==================== mem_req_arbiter
mem_req_arbiter/logic_types.png
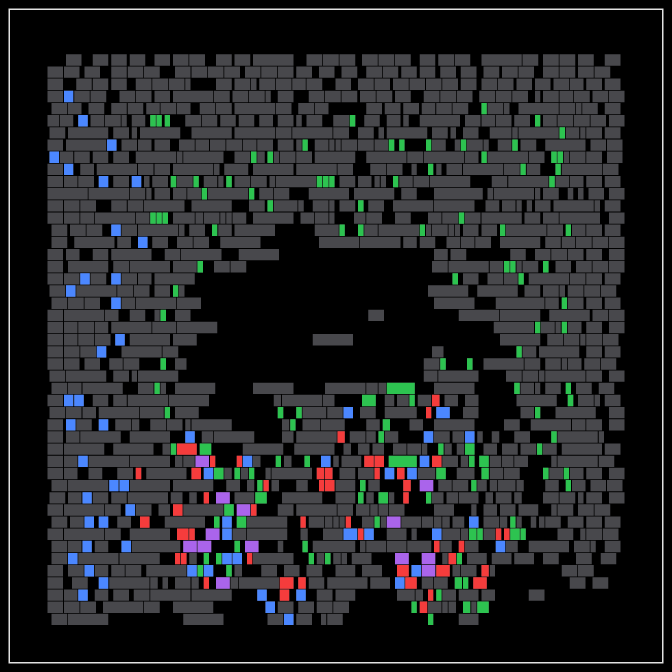

`src/rtl/mem_req_arbiter.sv`:
```
// Multi-client memory request arbiter: picks one client, issues a single bus-master
// request, waits for completion or timeout, and returns the response to that client.
module mem_req_arbiter #(
   parameter int N_CLI       = 3,
   parameter int HIPRI_EN    = 1,
   parameter int TIMEOUT_CYC = 1024
) (
   input  logic                 clk,
   input  logic                 rst_n,
   input  logic [N_CLI-1:0]     cli_req,
   input  logic [N_CLI-1:0]     cli_wr,
   input  logic [32*N_CLI-1:0]  cli_addr,
   input  logic [32*N_CLI-1:0]  cli_wdata,
   input  logic [4*N_CLI-1:0]   cli_wstrb,
   output logic [31:0]          cli_rdata,
   output logic [N_CLI-1:0]     cli_ready,
   output logic [N_CLI-1:0]     cli_error,
   output logic [31:0]          m_addr,
   output logic [31:0]          m_wdata,
   output logic [3:0]           m_wstrb,
   output logic                 m_wr,
   output logic                 m_req,
   input  logic [31:0]          m_rdata,
   input  logic                 m_ready,
   input  logic                 m_error,
   output logic                 busy,
   output logic [2:0]           grant_id
);

   localparam int            CW       = (TIMEOUT_CYC < 2) ? 1 : $clog2(TIMEOUT_CYC + 1);
   localparam logic [CW-1:0] TO_LAST  = CW'((TIMEOUT_CYC == 0) ? 0 : TIMEOUT_CYC - 1);
   localparam logic [2:0]    LAST_RST = 3'(N_CLI - 1);

   typedef enum logic [2:0] {S_IDLE, S_ISSUE, S_WAIT, S_RESP, S_DRAIN} state_t;

   state_t           r_state, w_next;
   logic [2:0]       r_grant, r_last, w_win;
   logic             r_hp, w_hp;
   logic [31:0]      r_addr, r_wdata, r_rdata, w_addr, w_wdata;
   logic [3:0]       r_wstrb, w_wstrb;
   logic             r_wr, w_wr, r_err, r_to, w_to;
   logic [CW-1:0]    r_cnt;
   logic [N_CLI-1:0] w_onehot;

   // Round-robin search upward from r_last; larger offsets are overwritten by nearer ones.
   always_comb begin
      w_win = r_last;
      w_hp  = 1'b0;
      for (int off = N_CLI; off >= 1; off--) begin
         for (int j = 0; j < N_CLI; j++) begin
            if (cli_req[j] && (j == (int'(r_last) + off) % N_CLI)) w_win = 3'(j);
         end
      end
      if (HIPRI_EN != 0 && cli_req[0]) begin
         w_win = '0;
         w_hp  = 1'b1;
      end
   end

   always_comb begin
      w_addr  = '0;
      w_wdata = '0;
      w_wstrb = '0;
      w_wr    = 1'b0;
      for (int j = 0; j < N_CLI; j++) begin
         if (w_win == 3'(j)) begin
            w_addr  = cli_addr[32*j +: 32];
            w_wdata = cli_wdata[32*j +: 32];
            w_wstrb = cli_wstrb[4*j +: 4];
            w_wr    = cli_wr[j];
         end
      end
   end

   always_comb begin
      w_onehot = '0;
      for (int j = 0; j < N_CLI; j++) w_onehot[j] = (r_grant == 3'(j));
   end

   assign w_to = (TIMEOUT_CYC != 0) && (r_cnt == TO_LAST);

   always_ff @(posedge clk or negedge rst_n) begin
      if (!rst_n) r_state <= S_IDLE;
      else        r_state <= w_next;
   end

   always_comb begin
      w_next = r_state;
      case (r_state)
         S_IDLE:  if (|cli_req) w_next = S_ISSUE;
         S_ISSUE: w_next = S_WAIT;
         S_WAIT:  if (m_ready || w_to) w_next = S_RESP;
         S_RESP:  w_next = (r_to && !m_ready) ? S_DRAIN : S_IDLE;
         S_DRAIN: if (m_ready) w_next = S_IDLE;
         default: w_next = S_IDLE;
      endcase
   end

   // A priority grant to client 0 leaves the pointer alone so clients 1..N-1 keep rotating.
   always_ff @(posedge clk or negedge rst_n) begin
      if (!rst_n) begin
         r_grant <= '0;
         r_last  <= LAST_RST;
         r_hp    <= 1'b0;
         r_addr  <= '0;
         r_wdata <= '0;
         r_wstrb <= '0;
         r_wr    <= 1'b0;
         r_rdata <= '0;
         r_err   <= 1'b0;
         r_to    <= 1'b0;
         r_cnt   <= '0;
      end else begin
         case (r_state)
            S_IDLE: if (|cli_req) begin
               r_grant <= w_win;
               r_hp    <= w_hp;
               r_addr  <= w_addr;
               r_wdata <= w_wdata;
               r_wstrb <= w_wstrb;
               r_wr    <= w_wr;
            end
            S_ISSUE: r_cnt <= '0;
            S_WAIT: begin
               if (m_ready) begin
                  r_rdata <= m_rdata;
                  r_err   <= m_error;
                  r_to    <= 1'b0;
               end else if (w_to) begin
                  r_rdata <= '0;
                  r_err   <= 1'b1;
                  r_to    <= 1'b1;
               end else if (TIMEOUT_CYC != 0) begin
                  r_cnt <= r_cnt + CW'(1);
               end
            end
            S_RESP: begin
               if (!r_hp) r_last <= r_grant;
               if (m_ready) r_to <= 1'b0;
            end
            S_DRAIN: if (m_ready) r_to <= 1'b0;
            default: ;
         endcase
      end
   end

   assign m_req     = (r_state == S_ISSUE);
   assign m_addr    = r_addr;
   assign m_wdata   = r_wdata;
   assign m_wstrb   = r_wstrb;
   assign m_wr      = r_wr;
   assign busy      = (r_state != S_IDLE);
   assign grant_id  = r_grant;
   assign cli_ready = (r_state == S_RESP) ? w_onehot : '0;
   assign cli_error = (r_state == S_RESP && r_err) ? w_onehot : '0;
   assign cli_rdata = (r_state == S_RESP) ? r_rdata : '0;

endmodule

```
`config.mk`:
```
export PLATFORM = sky130hd
export DESIGN_NAME = mem_req_arbiter
export DESIGN_NICKNAME = d
export VERILOG_FILES = /design/src/rtl/mem_req_arbiter.sv
export SDC_FILE = /design/constraint.sdc
export NUM_CORES = 1
export LEC_CHECK = 0
export CORE_MARGIN = 8
export CORE_UTILIZATION = 45
export CTS_CLUSTER_DIAMETER = 60
export DETAILED_ROUTE_END_ITERATION = 6
export MAX_ROUTING_LAYER = met4
export PLACE_DENSITY = 0.95
export SYNTH_ARGS = -nofsm -noshare
export SYNTH_HDL_FRONTEND = slang
export SYNTH_SLANG_ARGS = --single-unit
export TNS_END_PERCENT = 100
```
`constraint.sdc`:
```
create_clock -name clk -period 13 [get_ports clk]
set_input_delay 2.6 -clock clk [delete_from_list [all_inputs] [get_ports clk]]
set_output_delay 2.6 -clock clk [all_outputs]
set_load 0.005 [all_outputs]
```
==================== vram_arbiter_flat
--- config.mk ---
export PLATFORM = sky130hd
export DESIGN_NAME = vram_arbiter_flat
export DESIGN_NICKNAME = d
export VERILOG_FILES = /design/src/rtl/vram_pkg.sv /design/src/rtl/vram_arbiter_if.sv /design/src/rtl/vram_wr_fifo.sv /design/src/rtl/vram_arbiter.sv /design/src/flat_wrapper.sv
export SDC_FILE = /design/constraint.sdc
export NUM_CORES = 1
export LEC_CHECK = 0
export CAP_MARGIN = 20
export CORE_UTILIZATION = 50
export DETAILED_ROUTE_END_ITERATION = 8
export PLACE_DENSITY = 0.74
export SKIP_LAST_GASP = 1
export SLEW_MARGIN = 20
export SYNTH_ARGS = -nofsm -noshare
export SYNTH_HDL_FRONTEND = slang
export SYNTH_SLANG_ARGS = --single-unit
--- constraint.sdc ---
create_clock -name ClkIn -period 3.5 [get_ports ClkIn]
set_input_delay 0.7 -clock ClkIn [delete_from_list [all_inputs] [get_ports ClkIn]]
set_output_delay 0.7 -clock ClkIn [all_outputs]
set_load 0.02 [all_outputs]
--- src/rtl/vram_pkg.sv ---
// Shared types and constants for the video SRAM arbiter.
// Holds the FSM encoding, default bus widths and SRAM pin levels.
package vram_pkg;

    localparam int AWIDTH_DEF = 18;
    localparam int DWIDTH_DEF = 8;

    // SRAM control strobes are active-low
    localparam logic SRAM_ON  = 1'b0;
    localparam logic SRAM_OFF = 1'b1;

    typedef enum logic [2:0] {
        ST_IDLE     = 3'd0,
        ST_RD_ADDR  = 3'd1,
        ST_RD_LATCH = 3'd2,
        ST_WR_SETUP = 3'd3,
        ST_WR_PULSE = 3'd4,
        ST_WR_HOLD  = 3'd5
    } state_e;

    function automatic logic is_rd_state(state_e s);
        return (s == ST_RD_ADDR) || (s == ST_RD_LATCH);
    endfunction

    function automatic logic is_wr_state(state_e s);
        return (s == ST_WR_SETUP) || (s == ST_WR_PULSE) || (s == ST_WR_HOLD);
    endfunction

endpackage

--- src/rtl/vram_arbiter_if.sv ---
// Requester and SRAM pin bundle of the video SRAM arbiter.
// slave = arbiter side, master = requesters plus the SRAM device.
interface vram_arbiter_if #(
    parameter int AWIDTH   = vram_pkg::AWIDTH_DEF,
    parameter int DWIDTH   = vram_pkg::DWIDTH_DEF,
    parameter int FIFOLOG2 = 2
);
    logic                WrReqIn;
    logic [AWIDTH-1:0]   WrAddrIn;
    logic [DWIDTH-1:0]   WrDataIn;
    logic                WrReadyOut;
    logic [FIFOLOG2:0]   FifoLevelOut;
    logic                RdReqIn;
    logic [AWIDTH-1:0]   RdAddrIn;
    logic                RdAckOut;
    logic [DWIDTH-1:0]   RdDataOut;
    logic [AWIDTH-1:0]   MemAddrOut;
    logic [DWIDTH-1:0]   MemDataOut;
    logic                MemDataOeOut;
    logic [DWIDTH-1:0]   MemDataIn;
    logic                MemOeNOut;
    logic                MemWeNOut;

    modport slave (
        input  WrReqIn, WrAddrIn, WrDataIn, RdReqIn, RdAddrIn, MemDataIn,
        output WrReadyOut, FifoLevelOut, RdAckOut, RdDataOut,
        output MemAddrOut, MemDataOut, MemDataOeOut, MemOeNOut, MemWeNOut
    );

    modport master (
        output WrReqIn, WrAddrIn, WrDataIn, RdReqIn, RdAddrIn, MemDataIn,
        input  WrReadyOut, FifoLevelOut, RdAckOut, RdDataOut,
        input  MemAddrOut, MemDataOut, MemDataOeOut, MemOeNOut, MemWeNOut
    );
endinterface

--- src/rtl/vram_wr_fifo.sv ---
// Synchronous write-buffer FIFO with occupancy output.
// A full FIFO refuses pushes even on an edge that also pops.
module vram_wr_fifo #(
    parameter int WIDTH = 26,
    parameter int LOG2  = 2
) (
    input  logic             clk,
    input  logic             rst,
    input  logic             push_in,
    input  logic [WIDTH-1:0] push_data,
    input  logic             pop_in,
    output logic [WIDTH-1:0] head_out,
    output logic [LOG2:0]    level_out,
    output logic             ready_out
);
    localparam int DEPTH = 1 << LOG2;
    localparam logic [LOG2:0]   LVL_FULL = (LOG2 + 1)'(DEPTH);
    localparam logic [LOG2:0]   LVL_ONE  = (LOG2 + 1)'(1);
    localparam logic [LOG2-1:0] PTR_ONE  = LOG2'(1);

    logic [WIDTH-1:0] store [DEPTH];
    logic [LOG2-1:0]  wr_ptr_q, wr_ptr_d, rd_ptr_q, rd_ptr_d;
    logic [LOG2:0]    level_q, level_d;
    logic             push_ok, pop_ok;

    assign ready_out = (level_q != LVL_FULL);
    assign level_out = level_q;
    assign head_out  = store[rd_ptr_q];
    assign push_ok   = push_in & ready_out;
    assign pop_ok    = pop_in & (level_q != '0);

    always_comb begin
        // NOTE: defaults first, so no path through this block can infer a latch.
        wr_ptr_d = wr_ptr_q;
        rd_ptr_d = rd_ptr_q;
        level_d  = level_q;
        if (push_ok) wr_ptr_d = wr_ptr_q + PTR_ONE;
        if (pop_ok)  rd_ptr_d = rd_ptr_q + PTR_ONE;
        case ({push_ok, pop_ok})
            2'b10:   level_d = level_q + LVL_ONE;
            2'b01:   level_d = level_q - LVL_ONE;
            default: level_d = level_q;
        endcase
    end

    // NOTE: sequential state uses non-blocking assignments so every flop samples pre-edge values.
    always_ff @(posedge clk or posedge rst) begin
        if (rst) begin
            wr_ptr_q <= '0;
            rd_ptr_q <= '0;
            level_q  <= '0;
        end else begin
            wr_ptr_q <= wr_ptr_d;
            rd_ptr_q <= rd_ptr_d;
            level_q  <= level_d;
        end
    end

    // NOTE: storage has no reset; the level counter alone decides which entries are valid.
    always_ff @(posedge clk) begin
        if (push_ok) store[wr_ptr_q] <= push_data;
    end

endmodule

--- src/rtl/vram_arbiter.sv ---
// Video SRAM arbiter: read-priority FSM with starvation limit, buffered writes,
// and registered SRAM pins decoded from the next state so they never glitch.
module vram_arbiter
    import vram_pkg::*;
#(
    parameter int AWIDTH      = AWIDTH_DEF,
    parameter int DWIDTH      = DWIDTH_DEF,
    parameter int FIFOLOG2    = 2,
    parameter int STARVELIMIT = 8
) (
    input logic           ClkIn,
    input logic           RstIn,
    vram_arbiter_if.slave bus
);
    localparam int SW = $clog2(STARVELIMIT + 1);
    localparam logic [SW-1:0] STARVE_MAX = SW'(STARVELIMIT);
    localparam logic [SW-1:0] STARVE_ONE = SW'(1);

    state_e              state_q, state_d;
    logic [SW-1:0]       starve_q, starve_d;
    logic [AWIDTH-1:0]   mem_addr_q, mem_addr_d;
    logic [DWIDTH-1:0]   mem_wdata_q, mem_wdata_d;
    logic                mem_doe_q, mem_doe_d;
    logic                mem_oe_n_q, mem_oe_n_d;
    logic                mem_we_n_q, mem_we_n_d;
    logic                rd_ack_q, rd_ack_d;
    logic [DWIDTH-1:0]   rd_data_q, rd_data_d;

    logic                fifo_pop, fifo_nonempty, wr_first;
    logic [AWIDTH+DWIDTH-1:0] fifo_head;
    logic [FIFOLOG2:0]   fifo_level;

    vram_wr_fifo #(
        .WIDTH (AWIDTH + DWIDTH),
        .LOG2  (FIFOLOG2)
    ) u_wr_fifo (
        .clk       (ClkIn),
        .rst       (RstIn),
        .push_in   (bus.WrReqIn),
        .push_data ({bus.WrAddrIn, bus.WrDataIn}),
        .pop_in    (fifo_pop),
        .head_out  (fifo_head),
        .level_out (fifo_level),
        .ready_out (bus.WrReadyOut)
    );

    assign bus.FifoLevelOut = fifo_level;
    assign fifo_nonempty    = (fifo_level != '0);
    assign wr_first         = fifo_nonempty & (~bus.RdReqIn | (starve_q == STARVE_MAX));

    always_ff @(posedge ClkIn or posedge RstIn) begin
        if (RstIn) begin
            state_q     <= ST_IDLE;
            starve_q    <= '0;
            mem_addr_q  <= '0;
            mem_wdata_q <= '0;
            mem_doe_q   <= 1'b0;
            mem_oe_n_q  <= SRAM_OFF;
            mem_we_n_q  <= SRAM_OFF;
            rd_ack_q    <= 1'b0;
            rd_data_q   <= '0;
        end else begin
            state_q     <= state_d;
            starve_q    <= starve_d;
            mem_addr_q  <= mem_addr_d;
            mem_wdata_q <= mem_wdata_d;
            mem_doe_q   <= mem_doe_d;
            mem_oe_n_q  <= mem_oe_n_d;
            mem_we_n_q  <= mem_we_n_d;
            rd_ack_q    <= rd_ack_d;
            rd_data_q   <= rd_data_d;
        end
    end

    // Every transaction falls back to Idle for one cycle: that is the bus turnaround.
    always_comb begin
        state_d  = state_q;
        starve_d = starve_q;
        fifo_pop = 1'b0;
        case (state_q)
            ST_IDLE: begin
                if (wr_first) begin
                    state_d  = ST_WR_SETUP;
                    fifo_pop = 1'b1;
                    starve_d = '0;
                end else if (bus.RdReqIn) begin
                    state_d = ST_RD_ADDR;
                    if (!fifo_nonempty)             starve_d = '0;
                    else if (starve_q != STARVE_MAX) starve_d = starve_q + STARVE_ONE;
                end else begin
                    starve_d = '0;
                end
            end
            ST_RD_ADDR:  state_d = ST_RD_LATCH;
            ST_RD_LATCH: state_d = ST_IDLE;
            ST_WR_SETUP: state_d = ST_WR_PULSE;
            ST_WR_PULSE: state_d = ST_WR_HOLD;
            ST_WR_HOLD:  state_d = ST_IDLE;
            default:     state_d = ST_IDLE;
        endcase
    end

    always_comb begin
        mem_addr_d  = mem_addr_q;
        mem_wdata_d = mem_wdata_q;
        if (state_q == ST_IDLE && state_d == ST_WR_SETUP) begin
            {mem_addr_d, mem_wdata_d} = fifo_head;
        end else if (state_q == ST_IDLE && state_d == ST_RD_ADDR) begin
            mem_addr_d = bus.RdAddrIn;
        end
        mem_oe_n_d = is_rd_state(state_d) ? SRAM_ON : SRAM_OFF;
        mem_we_n_d = (state_d == ST_WR_PULSE) ? SRAM_ON : SRAM_OFF;
        mem_doe_d  = is_wr_state(state_d);
        rd_ack_d   = (state_q == ST_RD_LATCH);
        rd_data_d  = (state_q == ST_RD_LATCH) ? bus.MemDataIn : rd_data_q;
    end

    assign bus.MemAddrOut   = mem_addr_q;
    assign bus.MemDataOut   = mem_wdata_q;
    assign bus.MemDataOeOut = mem_doe_q;
    assign bus.MemOeNOut    = mem_oe_n_q;
    assign bus.MemWeNOut    = mem_we_n_q;
    assign bus.RdAckOut     = rd_ack_q;
    assign bus.RdDataOut    = rd_data_q;

endmodule

--- src/flat_wrapper.sv ---
// flat-port wrapper written by rule: the top's interface ports become plain ports
module vram_arbiter_flat import vram_pkg::*;
#(
    parameter int AWIDTH      = AWIDTH_DEF,
    parameter int DWIDTH      = DWIDTH_DEF,
    parameter int FIFOLOG2    = 2,
    parameter int STARVELIMIT = 8
)
  (ClkIn, RstIn, bus_WrReqIn, bus_WrAddrIn, bus_WrDataIn, bus_RdReqIn, bus_RdAddrIn, bus_MemDataIn, bus_WrReadyOut, bus_FifoLevelOut, bus_RdAckOut, bus_RdDataOut, bus_MemAddrOut, bus_MemDataOut, bus_MemDataOeOut, bus_MemOeNOut, bus_MemWeNOut);
  vram_arbiter_if #(.AWIDTH(AWIDTH), .DWIDTH(DWIDTH), .FIFOLOG2(FIFOLOG2)) bus_i ();
  input logic ClkIn;
  input logic RstIn;
  input wire logic [$bits(bus_i.WrReqIn)-1:0] bus_WrReqIn;
  input wire logic [$bits(bus_i.WrAddrIn)-1:0] bus_WrAddrIn;
  input wire logic [$bits(bus_i.WrDataIn)-1:0] bus_WrDataIn;
  input wire logic [$bits(bus_i.RdReqIn)-1:0] bus_RdReqIn;
  input wire logic [$bits(bus_i.RdAddrIn)-1:0] bus_RdAddrIn;
  input wire logic [$bits(bus_i.MemDataIn)-1:0] bus_MemDataIn;
  output wire logic [$bits(bus_i.WrReadyOut)-1:0] bus_WrReadyOut;
  output wire logic [$bits(bus_i.FifoLevelOut)-1:0] bus_FifoLevelOut;
  output wire logic [$bits(bus_i.RdAckOut)-1:0] bus_RdAckOut;
  output wire logic [$bits(bus_i.RdDataOut)-1:0] bus_RdDataOut;
  output wire logic [$bits(bus_i.MemAddrOut)-1:0] bus_MemAddrOut;
  output wire logic [$bits(bus_i.MemDataOut)-1:0] bus_MemDataOut;
  output wire logic [$bits(bus_i.MemDataOeOut)-1:0] bus_MemDataOeOut;
  output wire logic [$bits(bus_i.MemOeNOut)-1:0] bus_MemOeNOut;
  output wire logic [$bits(bus_i.MemWeNOut)-1:0] bus_MemWeNOut;
  assign bus_i.WrReqIn = bus_WrReqIn;
  assign bus_i.WrAddrIn = bus_WrAddrIn;
  assign bus_i.WrDataIn = bus_WrDataIn;
  assign bus_i.RdReqIn = bus_RdReqIn;
  assign bus_i.RdAddrIn = bus_RdAddrIn;
  assign bus_i.MemDataIn = bus_MemDataIn;
  assign bus_WrReadyOut = bus_i.WrReadyOut;
  assign bus_FifoLevelOut = bus_i.FifoLevelOut;
  assign bus_RdAckOut = bus_i.RdAckOut;
  assign bus_RdDataOut = bus_i.RdDataOut;
  assign bus_MemAddrOut = bus_i.MemAddrOut;
  assign bus_MemDataOut = bus_i.MemDataOut;
  assign bus_MemDataOeOut = bus_i.MemDataOeOut;
  assign bus_MemOeNOut = bus_i.MemOeNOut;
  assign bus_MemWeNOut = bus_i.MemWeNOut;
  vram_arbiter #(.AWIDTH(AWIDTH), .DWIDTH(DWIDTH), .FIFOLOG2(FIFOLOG2), .STARVELIMIT(STARVELIMIT)) u_core (.ClkIn(ClkIn), .RstIn(RstIn), .bus(bus_i));
endmodule
==================== wr_fifo_bus_packer_flat
`src/rtl/wr_fifo_bus_packer_pkg.sv`:
```
// Shared constants for the write-side packer and the read-side interposer.
// Both sides import the half-select encoding so they agree on beat order.
package wr_fifo_bus_packer_pkg;

  localparam int unsigned BUS_WIDTH          = 64;
  localparam int unsigned FIFO_PAYLOAD_WIDTH = 128;
  localparam int unsigned TAG_WIDTH          = 8;
  localparam int unsigned COUNT_WIDTH        = 9;
  localparam int unsigned WR_FIFO_DATA_WIDTH = FIFO_PAYLOAD_WIDTH + TAG_WIDTH;

  // First beat of a pair is the upper half of the 128-bit word.
  typedef enum logic {
    HALF_UPPER = 1'b0,
    HALF_LOWER = 1'b1
  } half_e;

endpackage

```
`src/rtl/wr_fifo_bus_packer_if.sv`:
```
// Bus-master beat channel, write-FIFO channel and transfer framing for the packer.
interface wr_fifo_bus_packer_if
  import wr_fifo_bus_packer_pkg::*;
#(
  parameter int unsigned WR_FIFO_DATA_WIDTH = wr_fifo_bus_packer_pkg::WR_FIFO_DATA_WIDTH,
  parameter int unsigned COUNT_WIDTH        = wr_fifo_bus_packer_pkg::COUNT_WIDTH
);

  logic                          i_start;
  logic [COUNT_WIDTH-1:0]        i_num_words;
  logic [BUS_WIDTH-1:0]          i_bus_master_data;
  logic                          i_bus_master_we;
  logic                          o_bus_master_full;
  logic [WR_FIFO_DATA_WIDTH-1:0] o_wr_fifo_data;
  logic                          o_wr_fifo_we;
  logic                          i_wr_fifo_full;
  logic                          o_active;
  logic                          o_done;

  // The packer is the slave of the bus master and drives the FIFO.
  modport slave (
    input  i_start, i_num_words, i_bus_master_data, i_bus_master_we, i_wr_fifo_full,
    output o_bus_master_full, o_wr_fifo_data, o_wr_fifo_we, o_active, o_done
  );

  modport master (
    output i_start, i_num_words, i_bus_master_data, i_bus_master_we, i_wr_fifo_full,
    input  o_bus_master_full, o_wr_fifo_data, o_wr_fifo_we, o_active, o_done
  );

endinterface

```
`src/rtl/wr_fifo_bus_packer.sv`:
```
// Packs pairs of 64-bit bus beats (upper first) into tagged 128-bit words and
// writes them into the flash controller write FIFO through a one-entry holding register.
module wr_fifo_bus_packer
  import wr_fifo_bus_packer_pkg::*;
#(
  parameter int unsigned WR_FIFO_DATA_WIDTH = wr_fifo_bus_packer_pkg::WR_FIFO_DATA_WIDTH,
  parameter int unsigned TAG_WIDTH          = wr_fifo_bus_packer_pkg::TAG_WIDTH,
  parameter int unsigned COUNT_WIDTH        = wr_fifo_bus_packer_pkg::COUNT_WIDTH
) (
  input logic                  i_clk,
  input logic                  i_rst,
  wr_fifo_bus_packer_if.slave  bus
);

  logic [BUS_WIDTH-1:0]          hi_q, hi_d;
  half_e                         half_q, half_d;
  logic [WR_FIFO_DATA_WIDTH-1:0] out_q, out_d;
  logic                          out_valid_q, out_valid_d;
  logic [COUNT_WIDTH-1:0]        pack_cnt_q, pack_cnt_d;
  logic [COUNT_WIDTH-1:0]        remaining_q, remaining_d;
  logic                          active_q, active_d;
  logic                          zero_done_q, zero_done_d;

  logic active_pack;
  logic full;
  logic accept;
  logic fifo_we;
  logic last_write;
  logic done;

  always_comb begin
    active_pack = active_q && (pack_cnt_q < remaining_q);
    // Only the lower beat needs out_q free; an upper beat lands in hi_q.
    full        = i_rst || !active_pack ||
                  ((half_q == HALF_LOWER) && out_valid_q && bus.i_wr_fifo_full);
    accept      = bus.i_bus_master_we && !full;
    fifo_we     = !i_rst && out_valid_q && !bus.i_wr_fifo_full;
    // A new word cannot replace a pending one before it is written, so
    // pack_cnt == remaining while writing means this is the final word.
    last_write  = fifo_we && active_q && (pack_cnt_q == remaining_q);
    done        = last_write || (zero_done_q && !i_rst);
  end

  always_comb begin
    hi_d        = hi_q;
    half_d      = half_q;
    out_d       = out_q;
    out_valid_d = out_valid_q;
    pack_cnt_d  = pack_cnt_q;
    remaining_d = remaining_q;
    active_d    = active_q;
    zero_done_d = 1'b0;

    if (fifo_we) begin
      out_valid_d = 1'b0;
    end

    if (accept) begin
      if (half_q == HALF_UPPER) begin
        hi_d   = bus.i_bus_master_data;
        half_d = HALF_LOWER;
      end else begin
        out_d       = {pack_cnt_q[TAG_WIDTH-1:0], hi_q, bus.i_bus_master_data};
        out_valid_d = 1'b1;
        half_d      = HALF_UPPER;
        pack_cnt_d  = pack_cnt_q + COUNT_WIDTH'(1);
      end
    end

    if (last_write) begin
      active_d = 1'b0;
    end

    if (bus.i_start && !active_q && !done) begin
      if (bus.i_num_words != '0) begin
        active_d    = 1'b1;
        remaining_d = bus.i_num_words;
        pack_cnt_d  = '0;
        half_d      = HALF_UPPER;
      end else begin
        zero_done_d = 1'b1;
      end
    end
  end

  always_ff @(posedge i_clk) begin
    if (i_rst) begin
      hi_q        <= '0;
      half_q      <= HALF_UPPER;
      out_q       <= '0;
      out_valid_q <= 1'b0;
      pack_cnt_q  <= '0;
      remaining_q <= '0;
      active_q    <= 1'b0;
      zero_done_q <= 1'b0;
    end else begin
      hi_q        <= hi_d;
      half_q      <= half_d;
      out_q       <= out_d;
      out_valid_q <= out_valid_d;
      pack_cnt_q  <= pack_cnt_d;
      remaining_q <= remaining_d;
      active_q    <= active_d;
      zero_done_q <= zero_done_d;
    end
  end

  assign bus.o_bus_master_full = full;
  assign bus.o_wr_fifo_we      = fifo_we;
  assign bus.o_wr_fifo_data    = out_q;
  assign bus.o_active          = active_q;
  assign bus.o_done            = done;

endmodule

```
`src/flat_wrapper.sv`:
```
// flat-port wrapper written by rule: the top's interface ports become plain ports
module wr_fifo_bus_packer_flat import wr_fifo_bus_packer_pkg::*;
#(
  parameter int unsigned WR_FIFO_DATA_WIDTH = wr_fifo_bus_packer_pkg::WR_FIFO_DATA_WIDTH,
  parameter int unsigned TAG_WIDTH          = wr_fifo_bus_packer_pkg::TAG_WIDTH,
  parameter int unsigned COUNT_WIDTH        = wr_fifo_bus_packer_pkg::COUNT_WIDTH
)
  (i_clk, i_rst, bus_i_start, bus_i_num_words, bus_i_bus_master_data, bus_i_bus_master_we, bus_i_wr_fifo_full, bus_o_bus_master_full, bus_o_wr_fifo_data, bus_o_wr_fifo_we, bus_o_active, bus_o_done);
  wr_fifo_bus_packer_if #(.WR_FIFO_DATA_WIDTH(WR_FIFO_DATA_WIDTH), .COUNT_WIDTH(COUNT_WIDTH)) bus_i ();
  input logic i_clk;
  input logic i_rst;
  input wire logic [$bits(bus_i.i_start)-1:0] bus_i_start;
  input wire logic [$bits(bus_i.i_num_words)-1:0] bus_i_num_words;
  input wire logic [$bits(bus_i.i_bus_master_data)-1:0] bus_i_bus_master_data;
  input wire logic [$bits(bus_i.i_bus_master_we)-1:0] bus_i_bus_master_we;
  input wire logic [$bits(bus_i.i_wr_fifo_full)-1:0] bus_i_wr_fifo_full;
  output wire logic [$bits(bus_i.o_bus_master_full)-1:0] bus_o_bus_master_full;
  output wire logic [$bits(bus_i.o_wr_fifo_data)-1:0] bus_o_wr_fifo_data;
  output wire logic [$bits(bus_i.o_wr_fifo_we)-1:0] bus_o_wr_fifo_we;
  output wire logic [$bits(bus_i.o_active)-1:0] bus_o_active;
  output wire logic [$bits(bus_i.o_done)-1:0] bus_o_done;
  assign bus_i.i_start = bus_i_start;
  assign bus_i.i_num_words = bus_i_num_words;
  assign bus_i.i_bus_master_data = bus_i_bus_master_data;
  assign bus_i.i_bus_master_we = bus_i_bus_master_we;
  assign bus_i.i_wr_fifo_full = bus_i_wr_fifo_full;
  assign bus_o_bus_master_full = bus_i.o_bus_master_full;
  assign bus_o_wr_fifo_data = bus_i.o_wr_fifo_data;
  assign bus_o_wr_fifo_we = bus_i.o_wr_fifo_we;
  assign bus_o_active = bus_i.o_active;
  assign bus_o_done = bus_i.o_done;
  wr_fifo_bus_packer #(.WR_FIFO_DATA_WIDTH(WR_FIFO_DATA_WIDTH), .TAG_WIDTH(TAG_WIDTH), .COUNT_WIDTH(COUNT_WIDTH)) u_core (.i_clk(i_clk), .i_rst(i_rst), .bus(bus_i));
endmodule
```
`config.mk`:
```
export PLATFORM = sky130hd
export DESIGN_NAME = wr_fifo_bus_packer_flat
export DESIGN_NICKNAME = d
export VERILOG_FILES = /design/src/rtl/wr_fifo_bus_packer_pkg.sv /design/src/rtl/wr_fifo_bus_packer_if.sv /design/src/rtl/wr_fifo_bus_packer.sv /design/src/flat_wrapper.sv
export SDC_FILE = /design/constraint.sdc
export NUM_CORES = 1
export LEC_CHECK = 0
export CORE_ASPECT_RATIO = 0.9
export CORE_MARGIN = 4
export CORE_UTILIZATION = 44
export DETAILED_ROUTE_END_ITERATION = 7
export HOLD_SLACK_MARGIN = 0.03
export MAX_ROUTING_LAYER = met4
export PLACE_DENSITY = 0.78
export SETUP_SLACK_MARGIN = 0.15
export SKIP_LAST_GASP = 1
export SYNTH_ARGS = -nofsm -noshare
export SYNTH_HDL_FRONTEND = slang
export SYNTH_SLANG_ARGS = --single-unit
```
`constraint.sdc`:
```
create_clock -name i_clk -period 2.55 [get_ports i_clk]
set_input_delay 0.255 -clock i_clk [delete_from_list [all_inputs] [get_ports i_clk]]
set_output_delay 0.255 -clock i_clk [all_outputs]
set_load 0.1 [all_outputs]
```
==================== lfsr32_gen
--- config.mk ---
export PLATFORM = sky130hd
export DESIGN_NAME = lfsr32_gen
export DESIGN_NICKNAME = d
export VERILOG_FILES = /design/src/rtl/lfsr32_gen.sv
export SDC_FILE = /design/constraint.sdc
export NUM_CORES = 1
export LEC_CHECK = 0
export CELL_PAD_IN_SITES_DETAIL_PLACEMENT = 0
export CELL_PAD_IN_SITES_GLOBAL_PLACEMENT = 1
export CORE_ASPECT_RATIO = 1.75
export CORE_UTILIZATION = 29
export DETAILED_ROUTE_END_ITERATION = 8
export MAX_ROUTING_LAYER = met4
export PLACE_DENSITY_LB_ADDON = 0.1
export SLEW_MARGIN = 20
export SYNTH_ARGS = -nofsm -noshare
export SYNTH_HDL_FRONTEND = slang
export SYNTH_SLANG_ARGS = --single-unit
--- constraint.sdc ---
create_clock -name sys_clk -period 1.3 [get_ports sys_clk]
set_input_delay 0.26 -clock sys_clk [delete_from_list [all_inputs] [get_ports sys_clk]]
set_output_delay 0.26 -clock sys_clk [all_outputs]
set_load 0.02 [all_outputs]
--- src/rtl/lfsr32_gen.sv ---
// 32-bit Fibonacci LFSR with programmable taps, seed load and all-zero lock-up protection.
// Latency: Q updates on the edge that samples the controls; no backpressure, steps whenever en=1.
module lfsr32_gen #(
    parameter int                 WIDTH = 32,
    parameter logic [WIDTH-1:0]   TAPS  = 32'h8020_0003,
    parameter logic [WIDTH-1:0]   SEED  = 32'h0000_0001
) (
    input  logic                  sys_clk,
    input  logic                  sys_rst,
    input  logic                  en,
    input  logic                  load,
    input  logic [WIDTH-1:0]      seed_in,
    output logic [WIDTH-1:0]      Q,
    output logic                  serial_out,
    output logic                  zero_fix
);

    logic [WIDTH-1:0] r_q;
    logic             r_zero_fix;

    logic             w_fb;
    logic [WIDTH-1:0] w_q_step;
    logic             w_load_zero;
    logic [WIDTH-1:0] w_q_nxt;
    logic             w_zf_nxt;

    assign w_fb        = ^(r_q & TAPS);
    assign w_q_step    = {r_q[WIDTH-2:0], w_fb};
    assign w_load_zero = (seed_in == '0);

    // Priority load > en > hold; reset is applied in the register process.
    // A zero seed is swapped for SEED so the register can never lock up at zero.
    always_comb begin
        w_q_nxt  = r_q;
        w_zf_nxt = 1'b0;
        if (load) begin
            if (w_load_zero) begin
                w_q_nxt  = SEED;
                w_zf_nxt = 1'b1;
            end else begin
                w_q_nxt  = seed_in;
            end
        end else if (en) begin
            w_q_nxt = w_q_step;
        end
    end

    always_ff @(posedge sys_clk) begin
        if (sys_rst) begin
            r_q        <= SEED;
            r_zero_fix <= 1'b0;
        end else begin
            r_q        <= w_q_nxt;
            r_zero_fix <= w_zf_nxt;
        end
    end

    assign Q          = r_q;
    assign serial_out = r_q[WIDTH-1];
    assign zero_fix   = r_zero_fix;

endmodule

lfsr32_gen/congestion.png
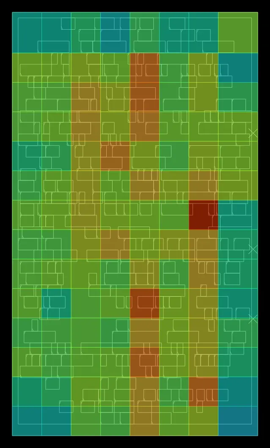
GR Util met2: 0.2961
Post-Route Utilization: 0.5155
routed length per instance: 12.99 µm

==> results.toml, lfsr32_gen <==
# implementation run metrics
[sta]
fin_hold_ws_ns = 0.2715
setup_viol = 0

[flow_run]
warnings = 26

[outcome]
status = "finished, violations left"
violations = "DRC"

[floorplan]
ios = 70

[critical_path]
cp-start-kind = "flip-flop"
critPathTopFamily = "flip-flops"
r2r-start = "Q[31]$_SDFFE_PP0P_"
rr_worst_depth = 4

[synthesis]
synthCells = 190
synth_top_area_share = 0.4217
netlist_area_um2 = 1567
ys_warn_count = 0

[global_route]
grt_pass1_wl_mm = 7.265
grt_use_met1 = 0.1832

[power]
power_frac_seq = 0.452
switching_share = 0.2863

[route]
drt_iter0_drc = 49
drc = 3
viasPerCell = 4.839
wirelength_mm = 4.443

[layout]
n_antenna_cell = 0
regArea_um2 = 663.1
## lfsr32_gen: worst min-delay path, stage by stage
cell and delay, ns:
dlymetal6s2s_1 0.11, a21oi_1 0.07, nor2_1 0.07
## lfsr32_gen: area by class of cell
cell class	instances	share of cell area
multi-input combinational	141	0.3321
sequential	33	0.2469
timing repair buffer	105	0.3647
clock buffer	6	0.02701
tap	55	0.02562
clock inverter	2	0.003726
## lfsr32_gen: state kept, by name (all words and copies together), names as in the netlist
| register | cells |
|---|---|
| Q | 32 |
| zero_fix | 1 |
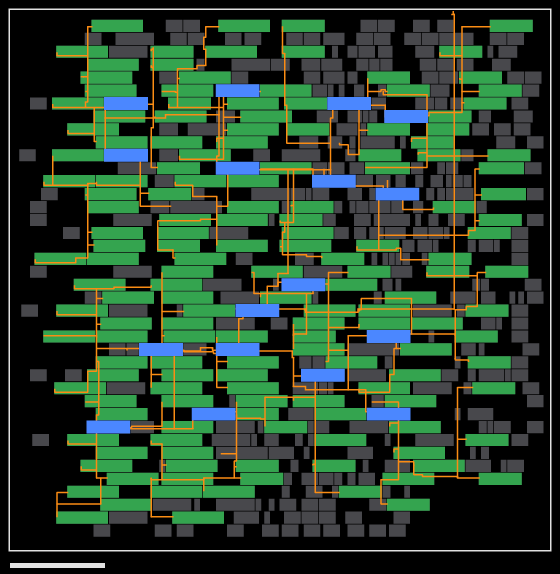
vram_arbiter_flat/clk_routes.png
Bar = 20 µm.
- orange: clock wires (length 1610 µm)
- green: flip-flops (count 156)
- blue: clock drivers (count 17)
- routed clock nets: 18
- flops lie: widely spread
Clock group: 1.87 mW
Late-Pin Clk Latency: 0.41 ns
clock power share: 0.258
Worst Clk Skew: 0.006663 ns

vram_arbiter_flat/placement_by_type.png
Bar = 20 µm.
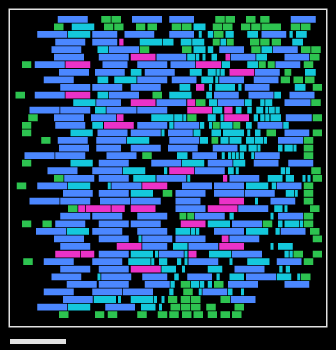
- cyan: combinational and other logic (cells 182; share of their area 22%)
- blue: sequential cells (cells 156; share of their area 57%)
- green: remaining buffers and delay cells (cells 108; share of their area 14%)
- magenta: clock drivers and dummy loads (cells 32; share of their area 7.9%)

==> results.toml, vram_arbiter_flat <==
# implementation run metrics
[outcome]
status = "complete, no violations"

[placed_design]
place_inst = 614

[layout]
drive_above_1_share = 0.2218
design.seq.count = 156
logic_gates = 135
design_area_um2 = 8036

[critical_path]
crit_path_start = "u_core.u_wr_fifo.level_out[1]$_DFFE_PP0P_"
critPathTopFamily = "buffers and inverters"
reg2reg_to = "u_core.u_wr_fifo.level_out[2]$_DFFE_PP0P_"
r2r_slack_ns = 0.92

[synthesis]
top_cells_by_count = "edfxtp_1 (104), dfrtp_1 (50), inv_1 (46)"
synthCells = 352
ys_sh_adder = 0.01731
yosys_most_used_dff = "edfxtp_1"
simple_gate_share = 0.02939
ys_sh_xor = 0.008454
topCellsByArea = "edfxtp_1 (50%), dfrtp_1 (20%), mux4_2 (9.4%)"
synth_top_area_share = 0.5024

[power]
p_per_area_nw_per_um2 = 904.9
p_total_mw = 7.272
power.leakage_nw = 3.007
p_sw_mw = 2.314

[floorplan]
dieWidth_um = 113.5
rows = 40

[clock_tree]
clkSinkCount = 156

[route]
wl_met1_mm = 4.650
-- vram_arbiter_flat: routing by layer --
metal	vias up	GRT usage
met3	13	0.05951
met5	-	0
met1	1752	0.2266
met4	0	0.07895
met2	89	0.3561
li1	1565	-
-- vram_arbiter_flat: power by group through the flow --
stage	combinational, mW	clock [mW]	sequential (mW)
global route	2.69	1.99	2.97
floorplan	1.41	0	3.08
detailed placement	2.51	0	2.95
finish	2.49	1.87	2.90
global placement	2.44	0	2.91
CTS	2.53	1.91	2.92
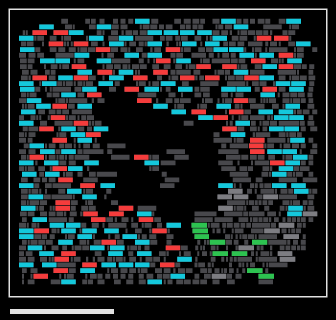
wr_fifo_bus_packer_flat/flops_by_reg.png
Bar = 50 µm.
- red: u_core.hi_q (sequential cells 64; where widely spread)
- cyan: u_core.bus.o_wr_fifo_data (sequential cells 136; where widely spread)
- green: u_core.remaining_q (sequential cells 9)

wr_fifo_bus_packer_flat/clk_routes.png
Bar = 50 µm.
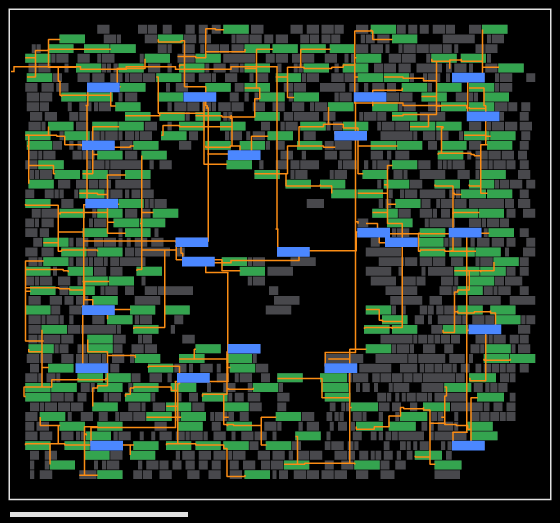
- green: flip-flops (count 222)
- orange: clock wires (length 2580 µm)
- blue: clock drivers (count 23)
- flops lie: widely spread

==> results.toml, wr_fifo_bus_packer_flat <==
# implementation run metrics
[sta]
hold_violations = 0
max_slew_margin = 0.2618

[floorplan]
nWellTaps = 245
die_area_um2 = 20830

[layout]
design_area_um2 = 11840
regArea_um2 = 4461
combGateArea_um2 = 3627
clk_share = 0.06117

[route]
met2_length_mm = 9.647
wl_met1_mm = 9.027

[placed_design]
place_inst = 1229

[synthesis]
synth_top_area_share = 0.5435
ys_async_sr_fraction = 0
top_cell = "dfxtp_1"
syn_area_per_cell_um2 = 10.35

[critical_path]
critPathMaxStageDelay_ns = 0.33
cp_cell_sequence = "inv_2 -> ha_4 -> o21ai_2 -> a21oi_2 -> o31a_1 -> nor2b_4 -> and3_4 -> ha_4 -> buf_12 -> buf_12 -> buf_12 -> buf_6 -> mux2i_1 -> nor2_1"

[clock_tree]
clkSinkCount = 222
clock_path_buffers = 3
clock_latency_ns = 0.50

[power]
power_frac_seq = 0.493
vdd_drop_max_mv = 0.4710

[outcome]
status = "complete, no violations"

[global_route]
met2_usage = 0.2969
==> wr_fifo_bus_packer_flat: per-stage QoR <==
step                        util  hold WS (ns)  setup TNS [ns]
after CTS                 0.6306        0.3304               0
final                     0.6455        0.3302               0
after detailed placement  0.5743        0.4545       -0.003623
after global routing      0.6455        0.3861       -0.006043
after floorplan                -        0.3910               0
after global placement    0.5743        0.4465               0
==> wr_fifo_bus_packer_flat: kinds of logic after synthesis <==
kind of cell	share of synthesized area
muxes	0.2461
and+or+nand+nor	0.1311
buffers and inverters	0.03229
adders and majority gates	0.01836
DFF	0.5435
AOI/OAI and AO/OA	0.02862
mem_req_arbiter/clk_routes.png
Bar = 50 µm.
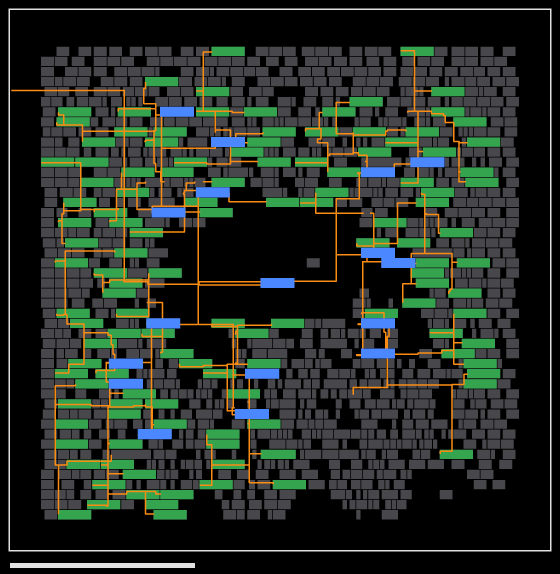
- green: flip-flops (count 124)
- blue: clock drivers (count 17)
- orange: clock wires (length 1740 µm)
- routed clock nets: 18
- flops lie: widely spread

About mem_req_arbiter/logic_types.png:
- green: nand cells (cells 123)
- purple: xor and xnor cells (cells 13)
- red: nor cells (cells 48; where south)
- blue: and/or cells (cells 60)
combinational share of cell area: 0.3315
final non-filler cell total: 1368
Top cell excl fill/tap: clkdlybuf4s50_1

==> results.toml, mem_req_arbiter <==
# implementation run metrics
[synthesis]
ys_sh_xor = 0.01501
ys_warn_count = 0
topCellsByArea = "dfrtp_1 (41%), mux2i_1 (9.2%), o221ai_1 (6.8%)"

[floorplan]
dieWidth_um = 145.8
die_area_um2 = 21260

[sta]
setup_viol = 0

[power]
p_clk_frac = 0.176
switching_share = 0.4079
p_per_area_nw_per_um2 = 236.5

[min_path]
worstHoldStart = "m_addr[14]$_DFFE_PN0P_"

[critical_path]
r2r_slack_ns = 6.70
required_ns = 13.23
path_common_cell = "ha_1"
crit_end = "m_addr[25]$_DFFE_PN0P_"

[outcome]
status = "complete, no violations"

[clock_tree]
cts_tree = "done"
-- mem_req_arbiter: final cells by class --
| type | count | share of cell area |
|---|---|---|
| flip-flops and latches | 124 | 0.2606 |
| multi-input cells | 537 | 0.3315 |
| diodes | 2 | 0.0004201 |
| repair buffers | 365 | 0.3048 |
| inverters | 88 | 0.02773 |
| clock inverters | 13 | 0.01386 |
| well taps | 220 | 0.02311 |
| clock buffers | 19 | 0.03802 |


==> screenshots <==
Placement by cell class.
(a)
Bar = 50 µm.
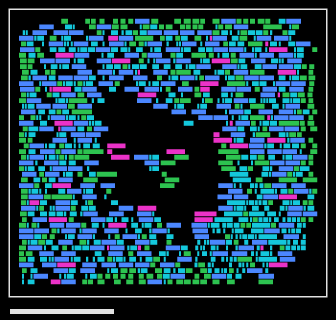
(b)
Bar = 50 µm.
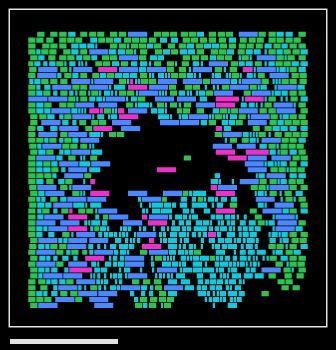
(c)
Bar = 20 µm.
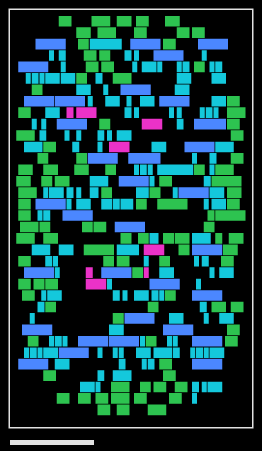
lfsr32_gen -> (c)
mem_req_arbiter -> (b)
wr_fifo_bus_packer_flat -> (a)

Key to (c):
- blue: sequential cells (cells 33; share of their area 25%)
- green: remaining buffers and delay cells (cells 105; share of their area 37%)
- magenta: clock drivers and dummy loads (cells 8; share of their area 3.2%)
- cyan: combinational and other logic (cells 141; share of their area 34%)


## Gallery

Routing congestion.
picture 1
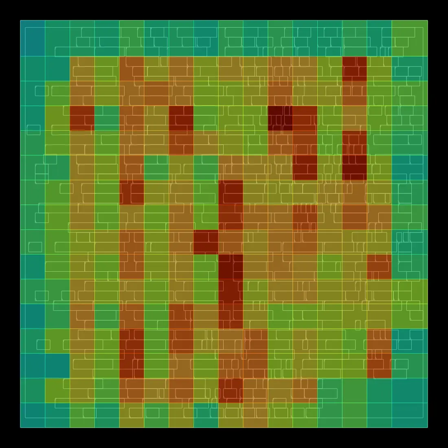
picture 2
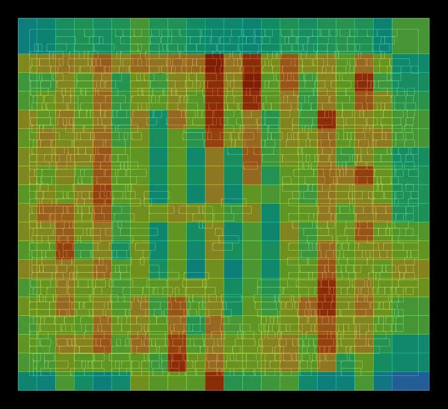
picture 3
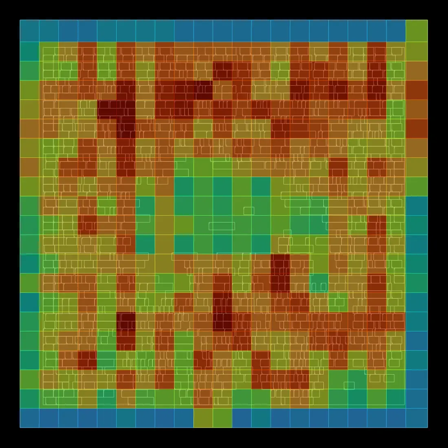
| from | picture |
|---|---|
| vram_arbiter_flat | picture 1 |
| mem_req_arbiter | picture 3 |
| wr_fifo_bus_packer_flat | picture 2 |
The one with the highest track usage is picture 3.
The one with the most wire per cell is picture 3.

No activity file was given, so power comes from the tool's default toggle rates.
